# ---- scroll_controller ----
scroll_controller, met2 routing:
Cells faint in the background.
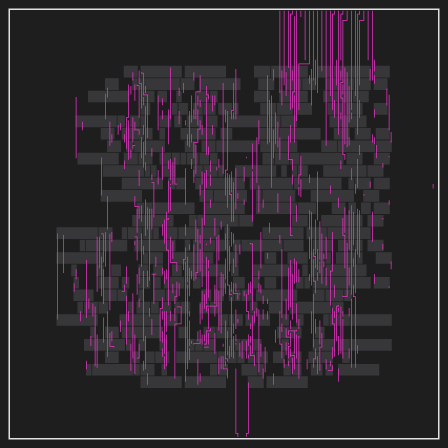

--- src/rtl/scroll_controller.sv ---
// scroll_controller: sequences the digit rotator's rotation state and scans the
// four rotator digit codes onto a shared 4-anode seven-segment display.
//
// Optional feature: define SCROLL_BOUNCE_EN for ping-pong scrolling. The scroll
// reverses at each end instead of wrapping around.
//
// Ports:
//   clk         system clock, rising edge
//   rst         asynchronous active-high reset
//   run         level, 1 = timed auto-scroll
//   step        one-cycle pulse, single advance while run = 0
//   dir_toggle  one-cycle pulse, flips scroll direction
//   seg0..seg3  digit codes from the rotator (seg0 = rightmost)
//   state       rotation state, 0..NUM_POS-1
//   dir         1 = forward (increment), 0 = reverse
//   adv         one-cycle pulse, the cycle after state changed
//   digit       code of the currently lit digit
//   an          active-low one-hot anode enables
module scroll_controller #(
  parameter int unsigned NUM_POS  = 7,
  parameter int unsigned STEP_DIV = 50000000,
  parameter int unsigned SCAN_DIV = 50000
) (
  input  logic       clk,
  input  logic       rst,
  input  logic       run,
  input  logic       step,
  input  logic       dir_toggle,
  input  logic [4:0] seg0,
  input  logic [4:0] seg1,
  input  logic [4:0] seg2,
  input  logic [4:0] seg3,
  output logic [2:0] state,
  output logic       dir,
  output logic       adv,
  output logic [4:0] digit,
  output logic [3:0] an
);

  localparam int unsigned STEP_W = $clog2(STEP_DIV);
  localparam int unsigned SCAN_W = $clog2(SCAN_DIV);
  localparam logic [2:0]        LAST      = 3'(NUM_POS - 1);
  localparam logic [STEP_W-1:0] STEP_LAST = STEP_W'(STEP_DIV - 1);
  localparam logic [SCAN_W-1:0] SCAN_LAST = SCAN_W'(SCAN_DIV - 1);

  logic [STEP_W-1:0] step_cnt_q, step_cnt_d;
  logic              step_term;
  logic              adv_req;
  logic [2:0]        state_d;
  logic              dir_d;

  logic [SCAN_W-1:0] scan_cnt_q, scan_cnt_d;
  logic              scan_term;
  logic [1:0]        idx_q, idx_d;
  logic [3:0]        an_d;

  // Auto-scroll prescaler: held at zero while stopped so the first advance
  // lands exactly STEP_DIV cycles after run rises.
  always_comb begin
    step_term  = run && (step_cnt_q == STEP_LAST);
    step_cnt_d = '0;
    if (run && !step_term) begin
      step_cnt_d = step_cnt_q + STEP_W'(1);
    end
    // step is ignored while auto-scrolling
    adv_req = run ? step_term : step;
  end

  // Next rotation state. A coincident toggle only affects later advances,
  // except at a bounce endpoint where the bounce owns the direction.
  always_comb begin
    state_d = state;
    dir_d   = dir ^ dir_toggle;
    if (adv_req) begin
      if (dir) begin
        if (state == LAST) begin
`ifdef SCROLL_BOUNCE_EN
          state_d = LAST - 3'd1;
          dir_d   = 1'b0;
`else
          state_d = 3'd0;
`endif
        end else begin
          state_d = state + 3'd1;
        end
      end else begin
        if (state == 3'd0) begin
`ifdef SCROLL_BOUNCE_EN
          state_d = 3'd1;
          dir_d   = 1'b1;
`else
          state_d = LAST;
`endif
        end else begin
          state_d = state - 3'd1;
        end
      end
    end
  end

  always_ff @(posedge clk or posedge rst) begin
    if (rst) begin
      step_cnt_q <= '0;
      state      <= 3'd0;
      dir        <= 1'b1;
      adv        <= 1'b0;
    end else begin
      step_cnt_q <= step_cnt_d;
      state      <= state_d;
      dir        <= dir_d;
      adv        <= adv_req;
    end
  end

  // Display scan, free-running and independent of the scroll logic.
  always_comb begin
    scan_term  = (scan_cnt_q == SCAN_LAST);
    scan_cnt_d = scan_term ? '0 : scan_cnt_q + SCAN_W'(1);
    idx_d      = idx_q + 2'(scan_term);
    an_d       = ~(4'b0001 << idx_d);
  end

  always_ff @(posedge clk or posedge rst) begin
    if (rst) begin
      scan_cnt_q <= '0;
      idx_q      <= 2'd0;
      an         <= 4'b1110;
    end else begin
      scan_cnt_q <= scan_cnt_d;
      idx_q      <= idx_d;
      an         <= an_d;
    end
  end

  // Selected from the registered index so digit always matches an.
  always_comb begin
    digit = seg0;
    unique case (idx_q)
      2'd0: digit = seg0;
      2'd1: digit = seg1;
      2'd2: digit = seg2;
      2'd3: digit = seg3;
      default: digit = seg0;
    endcase
  end

endmodule

--- config.mk ---
export PLATFORM = sky130hd
export DESIGN_NAME = scroll_controller
export DESIGN_NICKNAME = d
export VERILOG_FILES = /design/src/rtl/scroll_controller.sv
export SDC_FILE = /design/constraint.sdc
export NUM_CORES = 1
export LEC_CHECK = 0
export CAP_MARGIN = 20
export CORE_MARGIN = 10
export CORE_UTILIZATION = 51
export CTS_BUF_LIST = sky130_fd_sc_hd__clkbuf_4
export CTS_CLUSTER_SIZE = 12
export DETAILED_ROUTE_END_ITERATION = 12
export PLACE_DENSITY_LB_ADDON = 0.2
export SLEW_MARGIN = 30
export SYNTH_ARGS = -nofsm -noshare
export SYNTH_HDL_FRONTEND = slang
export SYNTH_SLANG_ARGS = --single-unit
export TNS_END_PERCENT = 50
--- constraint.sdc ---
create_clock -name clk -period 2.3 [get_ports clk]
set_input_delay 0.46 -clock clk [delete_from_list [all_inputs] [get_ports clk]]
set_output_delay 0.46 -clock clk [all_outputs]
set_load 0.02 [all_outputs]
# ---- run_controller ----
[src/rtl/run_controller.sv]
// -----------------------------------------------------------------------------
// run_controller
//
// Run/observation controller for the 4-bit CPU system. It sequences the CPU
// reset, gates CPU execution with a clock enable, counts RUN clocks and
// completed instruction cycles, and ends a run on an instruction budget, an
// abort request, or (optionally) halt detection. On entry to DONE it freezes a
// snapshot of the CPU PC, accumulator and carry for readout.
//
// Optional feature macro: RUN_CONTROLLER_HALT_DETECT_EN
//   Defined   : a jump-to-self halt is detected when HALT_REPEAT consecutive
//               instruction-boundary PC samples are identical.
//   Undefined : no comparator or repeat counter; halted is held at 0.
//
// Ports:
//   clock        in   system clock
//   reset        in   synchronous, active-high reset
//   start        in   begin a run (sampled in IDLE or DONE only)
//   abort        in   end the run early (effective in RESET_HOLD or RUN)
//   pc           in   CPU program counter
//   accumulator  in   CPU accumulator
//   carry        in   CPU carry flag
//   cpu_reset    out  reset to the CPU
//   cpu_enable   out  CPU clock enable, high only in RUN
//   phase        out  position within the current instruction cycle
//   cycle_count  out  RUN clocks elapsed (saturating)
//   instr_count  out  instruction cycles completed
//   done         out  run finished, snapshot valid
//   halted       out  run ended by halt detection
//   aborted      out  run ended by abort
//   snap_pc      out  captured PC
//   snap_acc     out  captured accumulator
//   snap_carry   out  captured carry
//
// All outputs are registered. The current FSM state is visible on the
// internal signal 'state' (type state_t) for hierarchical observation.
// -----------------------------------------------------------------------------
module run_controller #(
    parameter int RESET_CYCLES     = 2,
    parameter int CLOCKS_PER_INSTR = 8,
    parameter int MAX_INSTR        = 256,
    parameter int COUNT_WIDTH      = 32,
    parameter int PC_WIDTH         = 12,
    parameter int HALT_REPEAT      = 4
) (
    input  logic                                  clock,
    input  logic                                  reset,
    input  logic                                  start,
    input  logic                                  abort,
    input  logic [PC_WIDTH-1:0]                   pc,
    input  logic [3:0]                            accumulator,
    input  logic                                  carry,
    output logic                                  cpu_reset,
    output logic                                  cpu_enable,
    output logic [$clog2(CLOCKS_PER_INSTR)-1:0]   phase,
    output logic [COUNT_WIDTH-1:0]                cycle_count,
    output logic [COUNT_WIDTH-1:0]                instr_count,
    output logic                                  done,
    output logic                                  halted,
    output logic                                  aborted,
    output logic [PC_WIDTH-1:0]                   snap_pc,
    output logic [3:0]                            snap_acc,
    output logic                                  snap_carry
);

    localparam int PHASE_W = $clog2(CLOCKS_PER_INSTR);
    localparam int HOLD_W  = $clog2(RESET_CYCLES + 1);

    typedef enum logic [1:0] {
        IDLE       = 2'd0,
        RESET_HOLD = 2'd1,
        RUN        = 2'd2,
        DONE       = 2'd3
    } state_t;

    state_t state;
    state_t next_state;

    logic [HOLD_W-1:0]      hold_count;
    logic [COUNT_WIDTH-1:0] instr_next;

    logic start_run;    // accepted start request
    logic abort_run;    // abort in a state where it is honoured
    logic hold_done;    // last RESET_HOLD clock
    logic boundary;     // final clock of an instruction cycle while running
    logic budget_hit;   // this boundary completes the MAX_INSTR-th instruction
    logic halt_hit;     // halt detector fires on this boundary
    logic enter_done;   // edge on which the run terminates

    logic cpu_reset_next;
    logic cpu_enable_next;
    logic done_next;

    // -------------------------------------------------------------------------
    // Shared decode
    // -------------------------------------------------------------------------
    assign start_run  = start && ((state == IDLE) || (state == DONE));
    assign abort_run  = abort && ((state == RESET_HOLD) || (state == RUN));
    assign hold_done  = (hold_count == HOLD_W'(RESET_CYCLES - 1));
    assign boundary   = (state == RUN) && (phase == PHASE_W'(CLOCKS_PER_INSTR - 1));
    assign instr_next = instr_count + COUNT_WIDTH'(1);
    assign budget_hit = boundary && (instr_next == COUNT_WIDTH'(MAX_INSTR));

`ifdef RUN_CONTROLLER_HALT_DETECT_EN
    // -------------------------------------------------------------------------
    // Halt detection: a CPU spinning on a jump-to-self presents the same PC at
    // every instruction boundary. repeat_count == 0 marks "no sample yet this
    // run", so the first boundary always loads 1.
    // -------------------------------------------------------------------------
    localparam int REP_W = $clog2(HALT_REPEAT + 1);

    logic [PC_WIDTH-1:0] prev_pc;
    logic [REP_W-1:0]    repeat_count;
    logic [REP_W-1:0]    repeat_next;

    always_comb begin
        repeat_next = REP_W'(1);
        if ((repeat_count != '0) && (pc == prev_pc)) begin
            if (repeat_count == REP_W'(HALT_REPEAT)) begin
                repeat_next = repeat_count;
            end else begin
                repeat_next = repeat_count + REP_W'(1);
            end
        end
    end

    assign halt_hit = boundary && (repeat_next == REP_W'(HALT_REPEAT));

    always_ff @(posedge clock) begin
        if (reset || start_run) begin
            prev_pc      <= '0;
            repeat_count <= '0;
        end else if (boundary && !abort) begin
            prev_pc      <= pc;
            repeat_count <= repeat_next;
        end
    end
`else
    assign halt_hit = 1'b0;
`endif

    // -------------------------------------------------------------------------
    // FSM: state register
    // -------------------------------------------------------------------------
    always_ff @(posedge clock) begin
        if (reset) begin
            state <= IDLE;
        end else begin
            state <= next_state;
        end
    end

    // -------------------------------------------------------------------------
    // FSM: next-state logic (abort has priority over halt and budget)
    // -------------------------------------------------------------------------
    always_comb begin
        next_state = state;
        case (state)
            IDLE: begin
                if (start) next_state = RESET_HOLD;
            end
            RESET_HOLD: begin
                if (abort)          next_state = DONE;
                else if (hold_done) next_state = RUN;
            end
            RUN: begin
                if (abort || halt_hit || budget_hit) next_state = DONE;
            end
            DONE: begin
                if (start) next_state = RESET_HOLD;
            end
            default: next_state = IDLE;
        endcase
    end

    // -------------------------------------------------------------------------
    // FSM: output logic. Outputs are decoded from next_state and registered so
    // that cpu_reset/cpu_enable/done change on the same edge as the state.
    // -------------------------------------------------------------------------
    always_comb begin
        cpu_reset_next  = 1'b0;
        cpu_enable_next = 1'b0;
        done_next       = 1'b0;
        case (next_state)
            IDLE:       cpu_reset_next  = 1'b1;
            RESET_HOLD: cpu_reset_next  = 1'b1;
            RUN:        cpu_enable_next = 1'b1;
            DONE:       done_next       = 1'b1;
            default:    cpu_reset_next  = 1'b1;
        endcase
    end

    assign enter_done = (next_state == DONE) && (state != DONE);

    // -------------------------------------------------------------------------
    // Registered outputs and datapath
    // -------------------------------------------------------------------------
    always_ff @(posedge clock) begin
        if (reset) begin
            cpu_reset   <= 1'b1;
            cpu_enable  <= 1'b0;
            done        <= 1'b0;
            phase       <= '0;
            cycle_count <= '0;
            instr_count <= '0;
            hold_count  <= '0;
            halted      <= 1'b0;
            aborted     <= 1'b0;
            snap_pc     <= '0;
            snap_acc    <= '0;
            snap_carry  <= 1'b0;
        end else begin
            cpu_reset  <= cpu_reset_next;
            cpu_enable <= cpu_enable_next;
            done       <= done_next;

            if (start_run) begin
                phase       <= '0;
                cycle_count <= '0;
                instr_count <= '0;
                hold_count  <= '0;
                halted      <= 1'b0;
                aborted     <= 1'b0;
            end else begin
                if ((state == RESET_HOLD) && !abort && !hold_done) begin
                    hold_count <= hold_count + HOLD_W'(1);
                end

                // An abort edge freezes the counters at their pre-abort values.
                if ((state == RUN) && !abort) begin
                    if (!(&cycle_count)) begin
                        cycle_count <= cycle_count + COUNT_WIDTH'(1);
                    end
                    if (boundary) begin
                        phase       <= '0;
                        instr_count <= instr_next;
                    end else begin
                        phase <= phase + PHASE_W'(1);
                    end
                end

                if (enter_done) begin
                    snap_pc    <= pc;
                    snap_acc   <= accumulator;
                    snap_carry <= carry;
                    aborted    <= abort_run;
                    halted     <= !abort_run && halt_hit;
                end
            end
        end
    end

endmodule
[config.mk]
export PLATFORM = sky130hd
export DESIGN_NAME = run_controller
export DESIGN_NICKNAME = d
export VERILOG_FILES = /design/src/rtl/run_controller.sv
export SDC_FILE = /design/constraint.sdc
export NUM_CORES = 1
export LEC_CHECK = 0
export ABC_AREA = 1
export CORE_UTILIZATION = 34
export CTS_CLUSTER_DIAMETER = 100
export DETAILED_ROUTE_END_ITERATION = 10
export GPL_ROUTABILITY_DRIVEN = 0
export PLACE_DENSITY_LB_ADDON = 0.05
export SLEW_MARGIN = 0
export SYNTH_ARGS = -nofsm -noshare
export SYNTH_HDL_FRONTEND = slang
export SYNTH_SLANG_ARGS = --single-unit
[constraint.sdc]
create_clock -name clock -period 3.9 [get_ports clock]
set_input_delay 0.78 -clock clock [delete_from_list [all_inputs] [get_ports clock]]
set_output_delay 0.78 -clock clock [all_outputs]
set_load 0.05 [all_outputs]
# ---- seq_moore ----
### config.mk
export PLATFORM = sky130hd
export DESIGN_NAME = seq_moore
export DESIGN_NICKNAME = d
export VERILOG_FILES = /design/src/rtl/seq_moore.sv
export SDC_FILE = /design/constraint.sdc
export NUM_CORES = 1
export LEC_CHECK = 0
export ABC_CLOCK_PERIOD_IN_PS = 5900
export CAP_MARGIN = 20
export CORE_AREA = 2 2 88 90
export DETAILED_ROUTE_END_ITERATION = 12
export DIE_AREA = 0 0 90 92
export GPL_TIMING_DRIVEN = 1
export PLACE_DENSITY = 0.47
export SYNTH_ARGS = -nofsm -noshare
export SYNTH_HDL_FRONTEND = slang
export SYNTH_SLANG_ARGS = --single-unit
export TNS_END_PERCENT = 20
### constraint.sdc
create_clock -name clk -period 5.9 [get_ports clk]
set_clock_uncertainty 0.05 [all_clocks]
set_input_delay 0.885 -clock clk [delete_from_list [all_inputs] [get_ports clk]]
set_output_delay 0.885 -clock clk [all_outputs]
set_load 0.005 [all_outputs]
### src/rtl/seq_moore.sv
// rtl/seq_moore.sv - Moore serial pattern detector, state = length of matched pattern prefix
module seq_moore #(
  parameter int                 PAT_LEN = 4,
  parameter logic [PAT_LEN-1:0] PATTERN = 4'b1101,
  parameter bit                 OVERLAP = 1'b1
) (
  input  logic clk,
  input  logic rst,
  input  logic x,
  output logic count
);

  typedef enum logic [3:0] {
    S0, S1, S2, S3, S4, S5, S6, S7, S8
  } state_t;

  localparam logic [3:0] DETECT = 4'(PAT_LEN);

  state_t     state;
  logic [3:0] nxt;

  // Bit i of the pattern in arrival order (i = 0 is the first bit received).
  function automatic logic pat_bit(input int i);
    logic [7:0] pv;
    int         j;
    pv = 8'(PATTERN);
    j  = PAT_LEN - 1 - i;
    if (j < 0 || j > 7) return 1'b0;
    return pv[j[2:0]];
  endfunction

  // Longest pattern prefix that is a suffix of (first len pattern bits, b).
  function automatic logic [3:0] next_len(input int len, input logic b);
    int   best;
    int   p;
    logic ok;
    logic sbit;
    best = 0;
    for (int k = 1; k <= PAT_LEN; k++) begin
      if (k <= len + 1) begin
        ok = 1'b1;
        for (int i = 0; i < PAT_LEN; i++) begin
          if (i < k) begin
            p    = len + 1 - k + i;
            sbit = (p == len) ? b : pat_bit(p);
            if (sbit != pat_bit(i)) ok = 1'b0;
          end
        end
        if (ok) best = k;
      end
    end
    return 4'(best);
  endfunction

  always_comb begin
    nxt = 4'd0;
    if (int'(state) > PAT_LEN)
      nxt = 4'd0;
    else if (state == DETECT && !OVERLAP)
      nxt = next_len(0, x);
    else
      nxt = next_len(int'(state), x);
  end

  // count is registered from the same next-state value, so it always equals (state == DETECT).
  always_ff @(posedge clk) begin
    if (rst) begin
      state <= S0;
      count <= 1'b0;
    end else begin
      state <= state_t'(nxt);
      count <= (nxt == DETECT);
    end
  end

endmodule


==> gallery <==
The metal 1 layer.
panel A
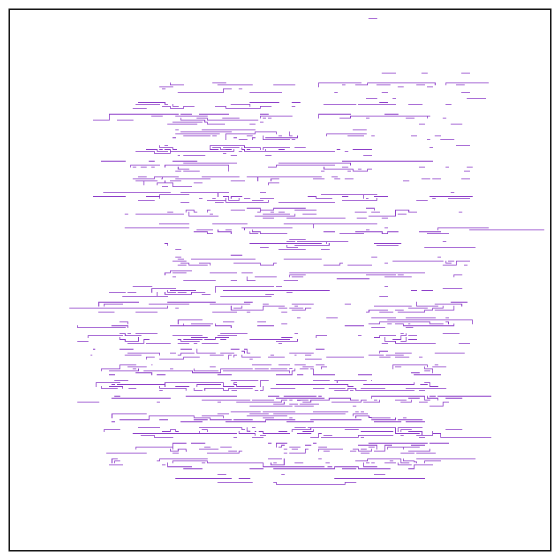
panel B
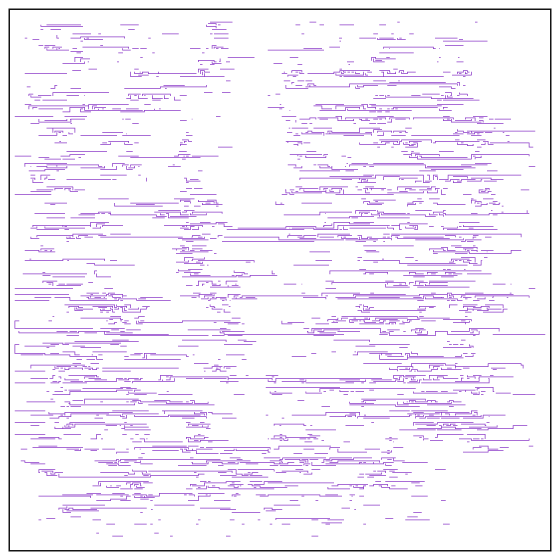
panel C
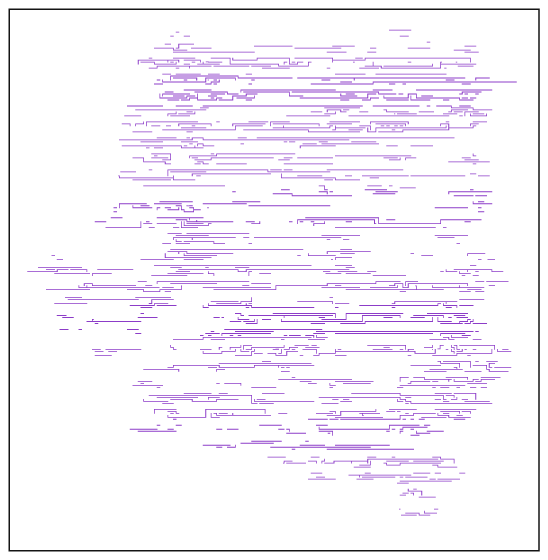
Run_controller is panel B.
scroll_controller is panel A.
seq_moore is panel C.

scroll_controller, local utilization:
The die is cut into 9 by 9 equal tiles; white is low, dark blue is high, 0 to 100% covered.
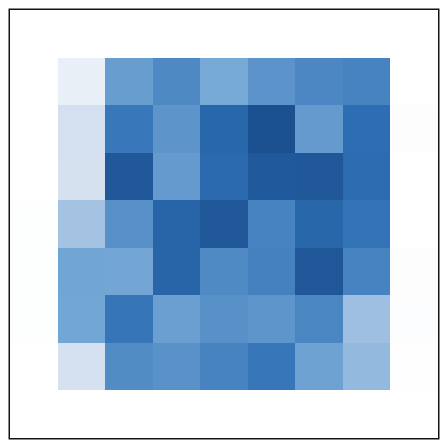
densest ninth of the die = centre
mean over tiles = 37%
tiles over 75% full = 16%
nearly empty tiles = 40%

About 'met2 routing' of scroll_controller:
nets with wire on the layer = 294
longest straight run = 29.4 microns
main direction = vertical
wire length on this layer = 2670 microns
share of all routed wire = 48%

==> flow_summary.ini, scroll_controller <==
; synthesis and place-and-route metrics
[layout]
final_util = 0.646
antenna_cells = 0
final-nonclk-buf-share = 0.142

[detailed_routing]
avgViaCountPerCell = 5.59
ant_nets = 0
wirelength_microns = 5600
vias = 2170

[pwr]
p_int_mw = 1.34
power_per_cell_area_nw_per_um2 = 567

[min_path]
hold_class = input port to asynchronous set/reset pin

[setup_path]
cp_slowest_stage_delay_ns = 0.47
crit_required_ns = 1.84

[logic_synthesis]
netlist.top_cell.by_area = dfrtp_1
synthTopCellsByArea = dfrtp_1 (44%), xnor2_1 (4.1%), ha_1 (4.1%)

[final_timing]
rsz0062_at_grt = false
hold_viol = 0

[run_status]
status = finished clean
-- scroll_controller: registers in the layout, summed over array words and instances, names as in the netlist --
register    flops
adv             1
an              4
dir             1
idx_q           2
scan_cnt_q     16
state           3
step_cnt_q     26
-- scroll_controller: how the worst min path moves through the flow --
stage | endpoint | startpoint | cells after the start | slack, ns
after floorplan | scan_cnt_q[0] | scan_cnt_q[0] | 1 | 0.42
after global placement | scan_cnt_q[0] | scan_cnt_q[0] | 1 | 0.44
after detailed placement | scan_cnt_q[0] | scan_cnt_q[0] | 1 | 0.45
final | an[0] | rst | 2 | 0.41
after CTS | scan_cnt_q[1] | rst | 2 | 0.43
after global routing | an[0] | rst | 2 | 0.48
-- scroll_controller: layer usage --
metal | vias up | global-route usage | part of all wire
li1 | 1075 | - | -
met1 | 1051 | 0.167 | 0.46
met2 | 36 | 0.207 | 0.48
met3 | 8 | 0.0360 | 0.055
met4 | 0 | 0.0443 | 0.013
met5 | - | 0 | 0
-- scroll_controller: worst max-delay path, delay by kind of cell (launching register included) --
family	cells	cell delay, ns
buffers and inverters	2	0.48
DFF	1	0.42
muxes	1	0.47
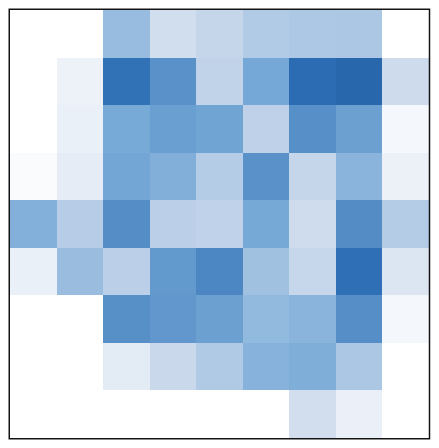
seq_moore: local utilization
The die is cut into 9 by 9 equal tiles; white is low, dark blue is high, 0 to 100% covered.
tiles over 75% full = 2.5%
emptiest ninth of the die = lower left
fullest tile = 78%
densest ninth of the die = centre
final core occ: 0.353
core area: 7450 sq um
Pre-Place Util: 0.337

==> flow_summary.ini, seq_moore <==
; synthesis and place-and-route metrics
[clocking]
clock_latency_ns = 0.22
numCtsBuffers = 3
cts_setup_buffers = 0
clk_pin_slew_worst_paths_ns = 0.03

[logic_synthesis]
synth_warnings = 0
yosysMostFrequentCell = ha_1
synth_area_sq_um = 2510
avgSynthCellArea_sq_um = 7.35
async_reset_ff_frac = 0
ys_cells = 341
syn_inst = 341
yosys_area_sq_um = 2510
fp_nets = 398
netlist.top_cell.by_area = ha_1
synthTopCellsByCount = ha_1 (54), nand2_1 (39), nor2_1 (21)

[min_path]
min_from = state[2]
min_path_cells = 2

[global_routing]
grt_first_pass_wirelength_microns = 11400
top_usage_layer = met2
grt_pass1_vias = 2305
grt_antenna_before_repair = 0
gr-usage-met3 = 0.000822
use_met2 = 0.292

[setup_path]
crit_top_cell = ha_1
crit_required_ns = 6.01
worstPathArrival_ns = 5.12
ff2ff_setup_slack_ns = 0.89
crit_type = flop to flop

[detailed_routing]
dr_wl_met3_microns = 83
route.detailed.drc = 0
met2WireLength_microns = 3250
avgViaCountPerCell = 5.54
routedWlPerCell_microns = 15.3

[layout]
final_layout_size_suffix_gt1_frac = 0.0725
n_clock_buffer = 3
layout_top_cell = ha_1
n_fill_cell = 850
final-nonclk-buf-share = 0.0286
stdcell_area_sq_um = 2630
comb_share = 0.840
seq_share = 0.0305
logic_area_sq_um = 2210
n_all_inverters = 26
buffers = 9

[final_timing]
clock.fmax_mhz = 199
tns_ns = 0
timing.hold.ws_ns = 0.862
hold_viol = 0
setup_viol = 0
tightest_slew_ns = 0.785
period_needed_ns = 5.01

[die]
n_tap_cell = 102
ios = 4
floorplan.die.height_microns = 92
rows = 32

[run_status]
status = finished clean

[place]
place_congestion = 0.769

[pwr]
ir_drop_uv = 50.5
power_per_cell_area_nw_per_um2 = 191
total_leakage_power_nw = 1.15

[run]
tool_warnings = 51
-- seq_moore: flip-flops by register name (all words and copies together), names as in the netlist --
signal,flops
count,1
state,3
-- seq_moore: cells by family (layout without fill, tap and decap cells) --
kind of cell / Yosys count / after routing / synth area share
flops: 4 / 4 / 0.0319
mux: 2 / 2 / 0.00798
xor+xnor: 25 / 25 / 0.0958
simple gates: 123 / 123 / 0.256
fa+ha+maj: 54 / 54 / 0.269
compound gates: 85 / 85 / 0.251
buf+inv: 48 / 38 / 0.0878
-- seq_moore: where the power goes --
part           total, mW  internal [mW]  leakage, nW  switching (mW)
Combinational      0.408          0.168         1.09           0.240
Clock             0.0596         0.0436       0.0216          0.0160
Sequential        0.0345         0.0285       0.0324         0.00601
Total              0.502          0.240         1.15           0.262
-- seq_moore: worst max-delay path: cells and delay by family, from the launching register on --
kind	cells	cell delay, ns
flip-flops	1	0.69
AND-OR/OR-AND	5	1.67
XOR/XNOR	1	0.07
adder cells (fa/ha/maj)	3	0.96
buffers and inverters	1	0.19
AND/OR/NAND/NOR	5	1.28
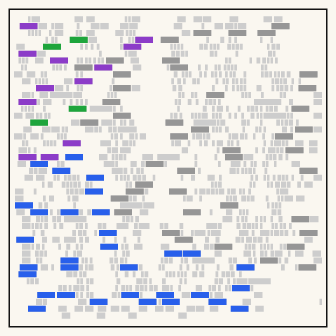
Run_controller: sequential cells grouped by signal name
Other sequential cells in the stronger grey, the rest of the logic in the fainter grey.
snap_pc -> purple  # flops 12, where upper left
cycle_count -> blue  # flops 32
snap_acc -> green  # flops 4, where upper left
final core occ: 0.457
Reg area: 1840 sq um

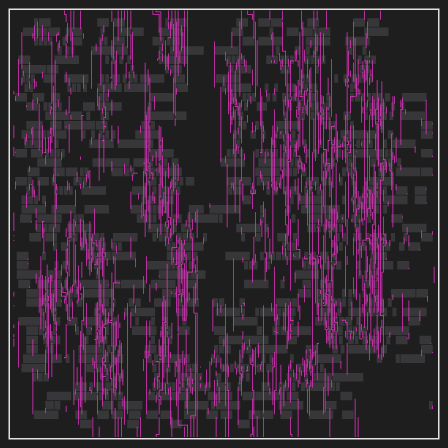
Run_controller: met2 routing
Cells faint in the background.
wire length on this layer = 6420 microns
share of all routed wire = 46%
longest straight run = 53.9 microns
main direction = vertical
nets with wire on the layer = 738

==> flow_summary.ini, run_controller <==
; synthesis and place-and-route metrics
[detailed_routing]
drt-met1-wl_microns = 6580
route.detailed.drc = 0
routedWlPerCell_microns = 12.5
met2WireLength_microns = 6420
top_layer = met4
wirelength_microns = 13800

[final_timing]
slew_violations = 0
fin_crit_sh = 0.757
relSlewSlack = 0.245
period_needed_ns = 2.95
skew_ns = 0.00707
hold_viol = 0

[place]
hpwl_microns = 10400
io_buffers = 108

[global_routing]
grt_antenna_before_repair = 0
grt_usage = 0.183
gr-usage-met3 = 0.0546
grt_util_met1 = 0.230
grt_pass1_vias = 4878

[pwr]
swShare = 0.398
maxPowerGroup = combinational cells
pwr-share-clk = 0.273
switching_power_mw = 1.31

[setup_path]
cp_num_buf_inv = 1
ff2ff_setup_slack_ns = 0.95
worstReg2RegEnd = snap_carry
crit_top_cell = nand2_1
cp-start-kind = flop
cp_max_fo = 34

[logic_synthesis]
topCombFamilyByArea = simple AND/OR/NAND/NOR gates
top_cell_area_share = 0.360
netlist-cell-type-count = 32
yosysMostFrequentCell = nand2_1
ys_cells = 815
netlist.top_cell.by_area = dfxtp_1
avgSynthCellArea_sq_um = 6.28

[clocking]
cts.sink_count = 92
hold_buffers = 0
clock_path_buffers = 2
cts-root-buf = clkbuf_16
clock_latency_ns = 0.34

[die]
floorplan.die.height_microns = 125
ios = 110
die_area_sq_um = 15500

[run_status]
status = finished clean

[layout]
layout_top_cell = nand2_1
layout_top_cells = nand2_1 (193), inv_1 (141), nor2_1 (132)
layout.cells.non_filler = 1107
area_delta_synth_final_pct = 30.3
final_layout_size_suffix_gt1_frac = 0.0379

[run]
tool_warnings = 31
[run_controller: how the worst min path moves through the flow]
stage / to / depth (start not counted)
2_1_floorplan: hold_count[1] / 2
3_3_place_gp: hold_count[1] / 2
3_5_place_dp: hold_count[1] / 2
4_1_cts: hold_count[1] / 2
5_1_grt: hold_count[1] / 2
6_report: hold_count[1] / 2
[run_controller: logic make-up (layout without fill, tap and decap cells)]
kind of cell	Yosys count	after routing
AOI/OAI and AO/OA	116	116
xor gates and xnor gates	9	9
other	1	1
DFF	92	92
adders and majority gates	11	11
and+or+nand+nor	425	425
buffers and inverters	161	269
[run_controller: area by class of cell]
cell class              count  area [sq um]
well taps                 184           230
clock inverters             4          47.5
inverters                 142           533
repair buffers            111          1100
multi-input cells         562          2650
fillers                  1527          7930
flip-flops and latches     92          1840
clock buffers              12           256
[run_controller: worst min-delay path: stages, from the launching register on]
cell and delay [ns]:
dfxtp_1 0.30, inv_1 0.06, a21oi_1 0.06
[run_controller: flip-flops by register name, summed over array words and instances (netlist names), 2 cells and up]
name and count:
cycle_count 32, hold_count 2, instr_count 32, phase 3, snap_acc 4, snap_pc 12
state 2


==> screenshots <==
Cell placement.
(a)
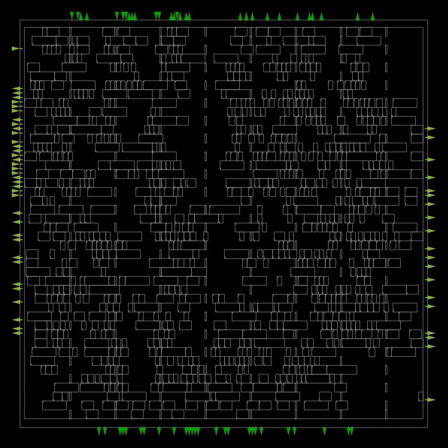
(b)
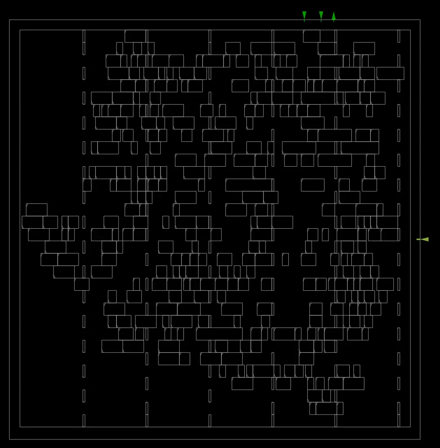
(c)
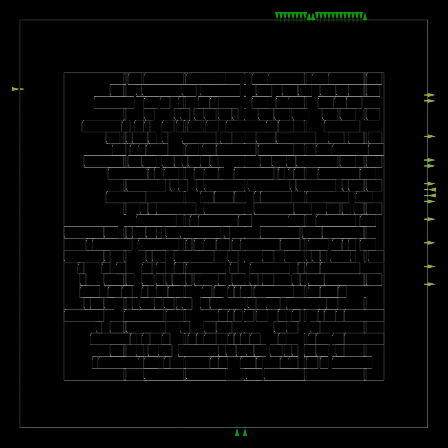
The one with the highest utilization is (c).
| from | picture |
|---|---|
| seq_moore | (b) |
| run_controller | (a) |
| scroll_controller | (c) |

Power and IR drop assume default switching activity.
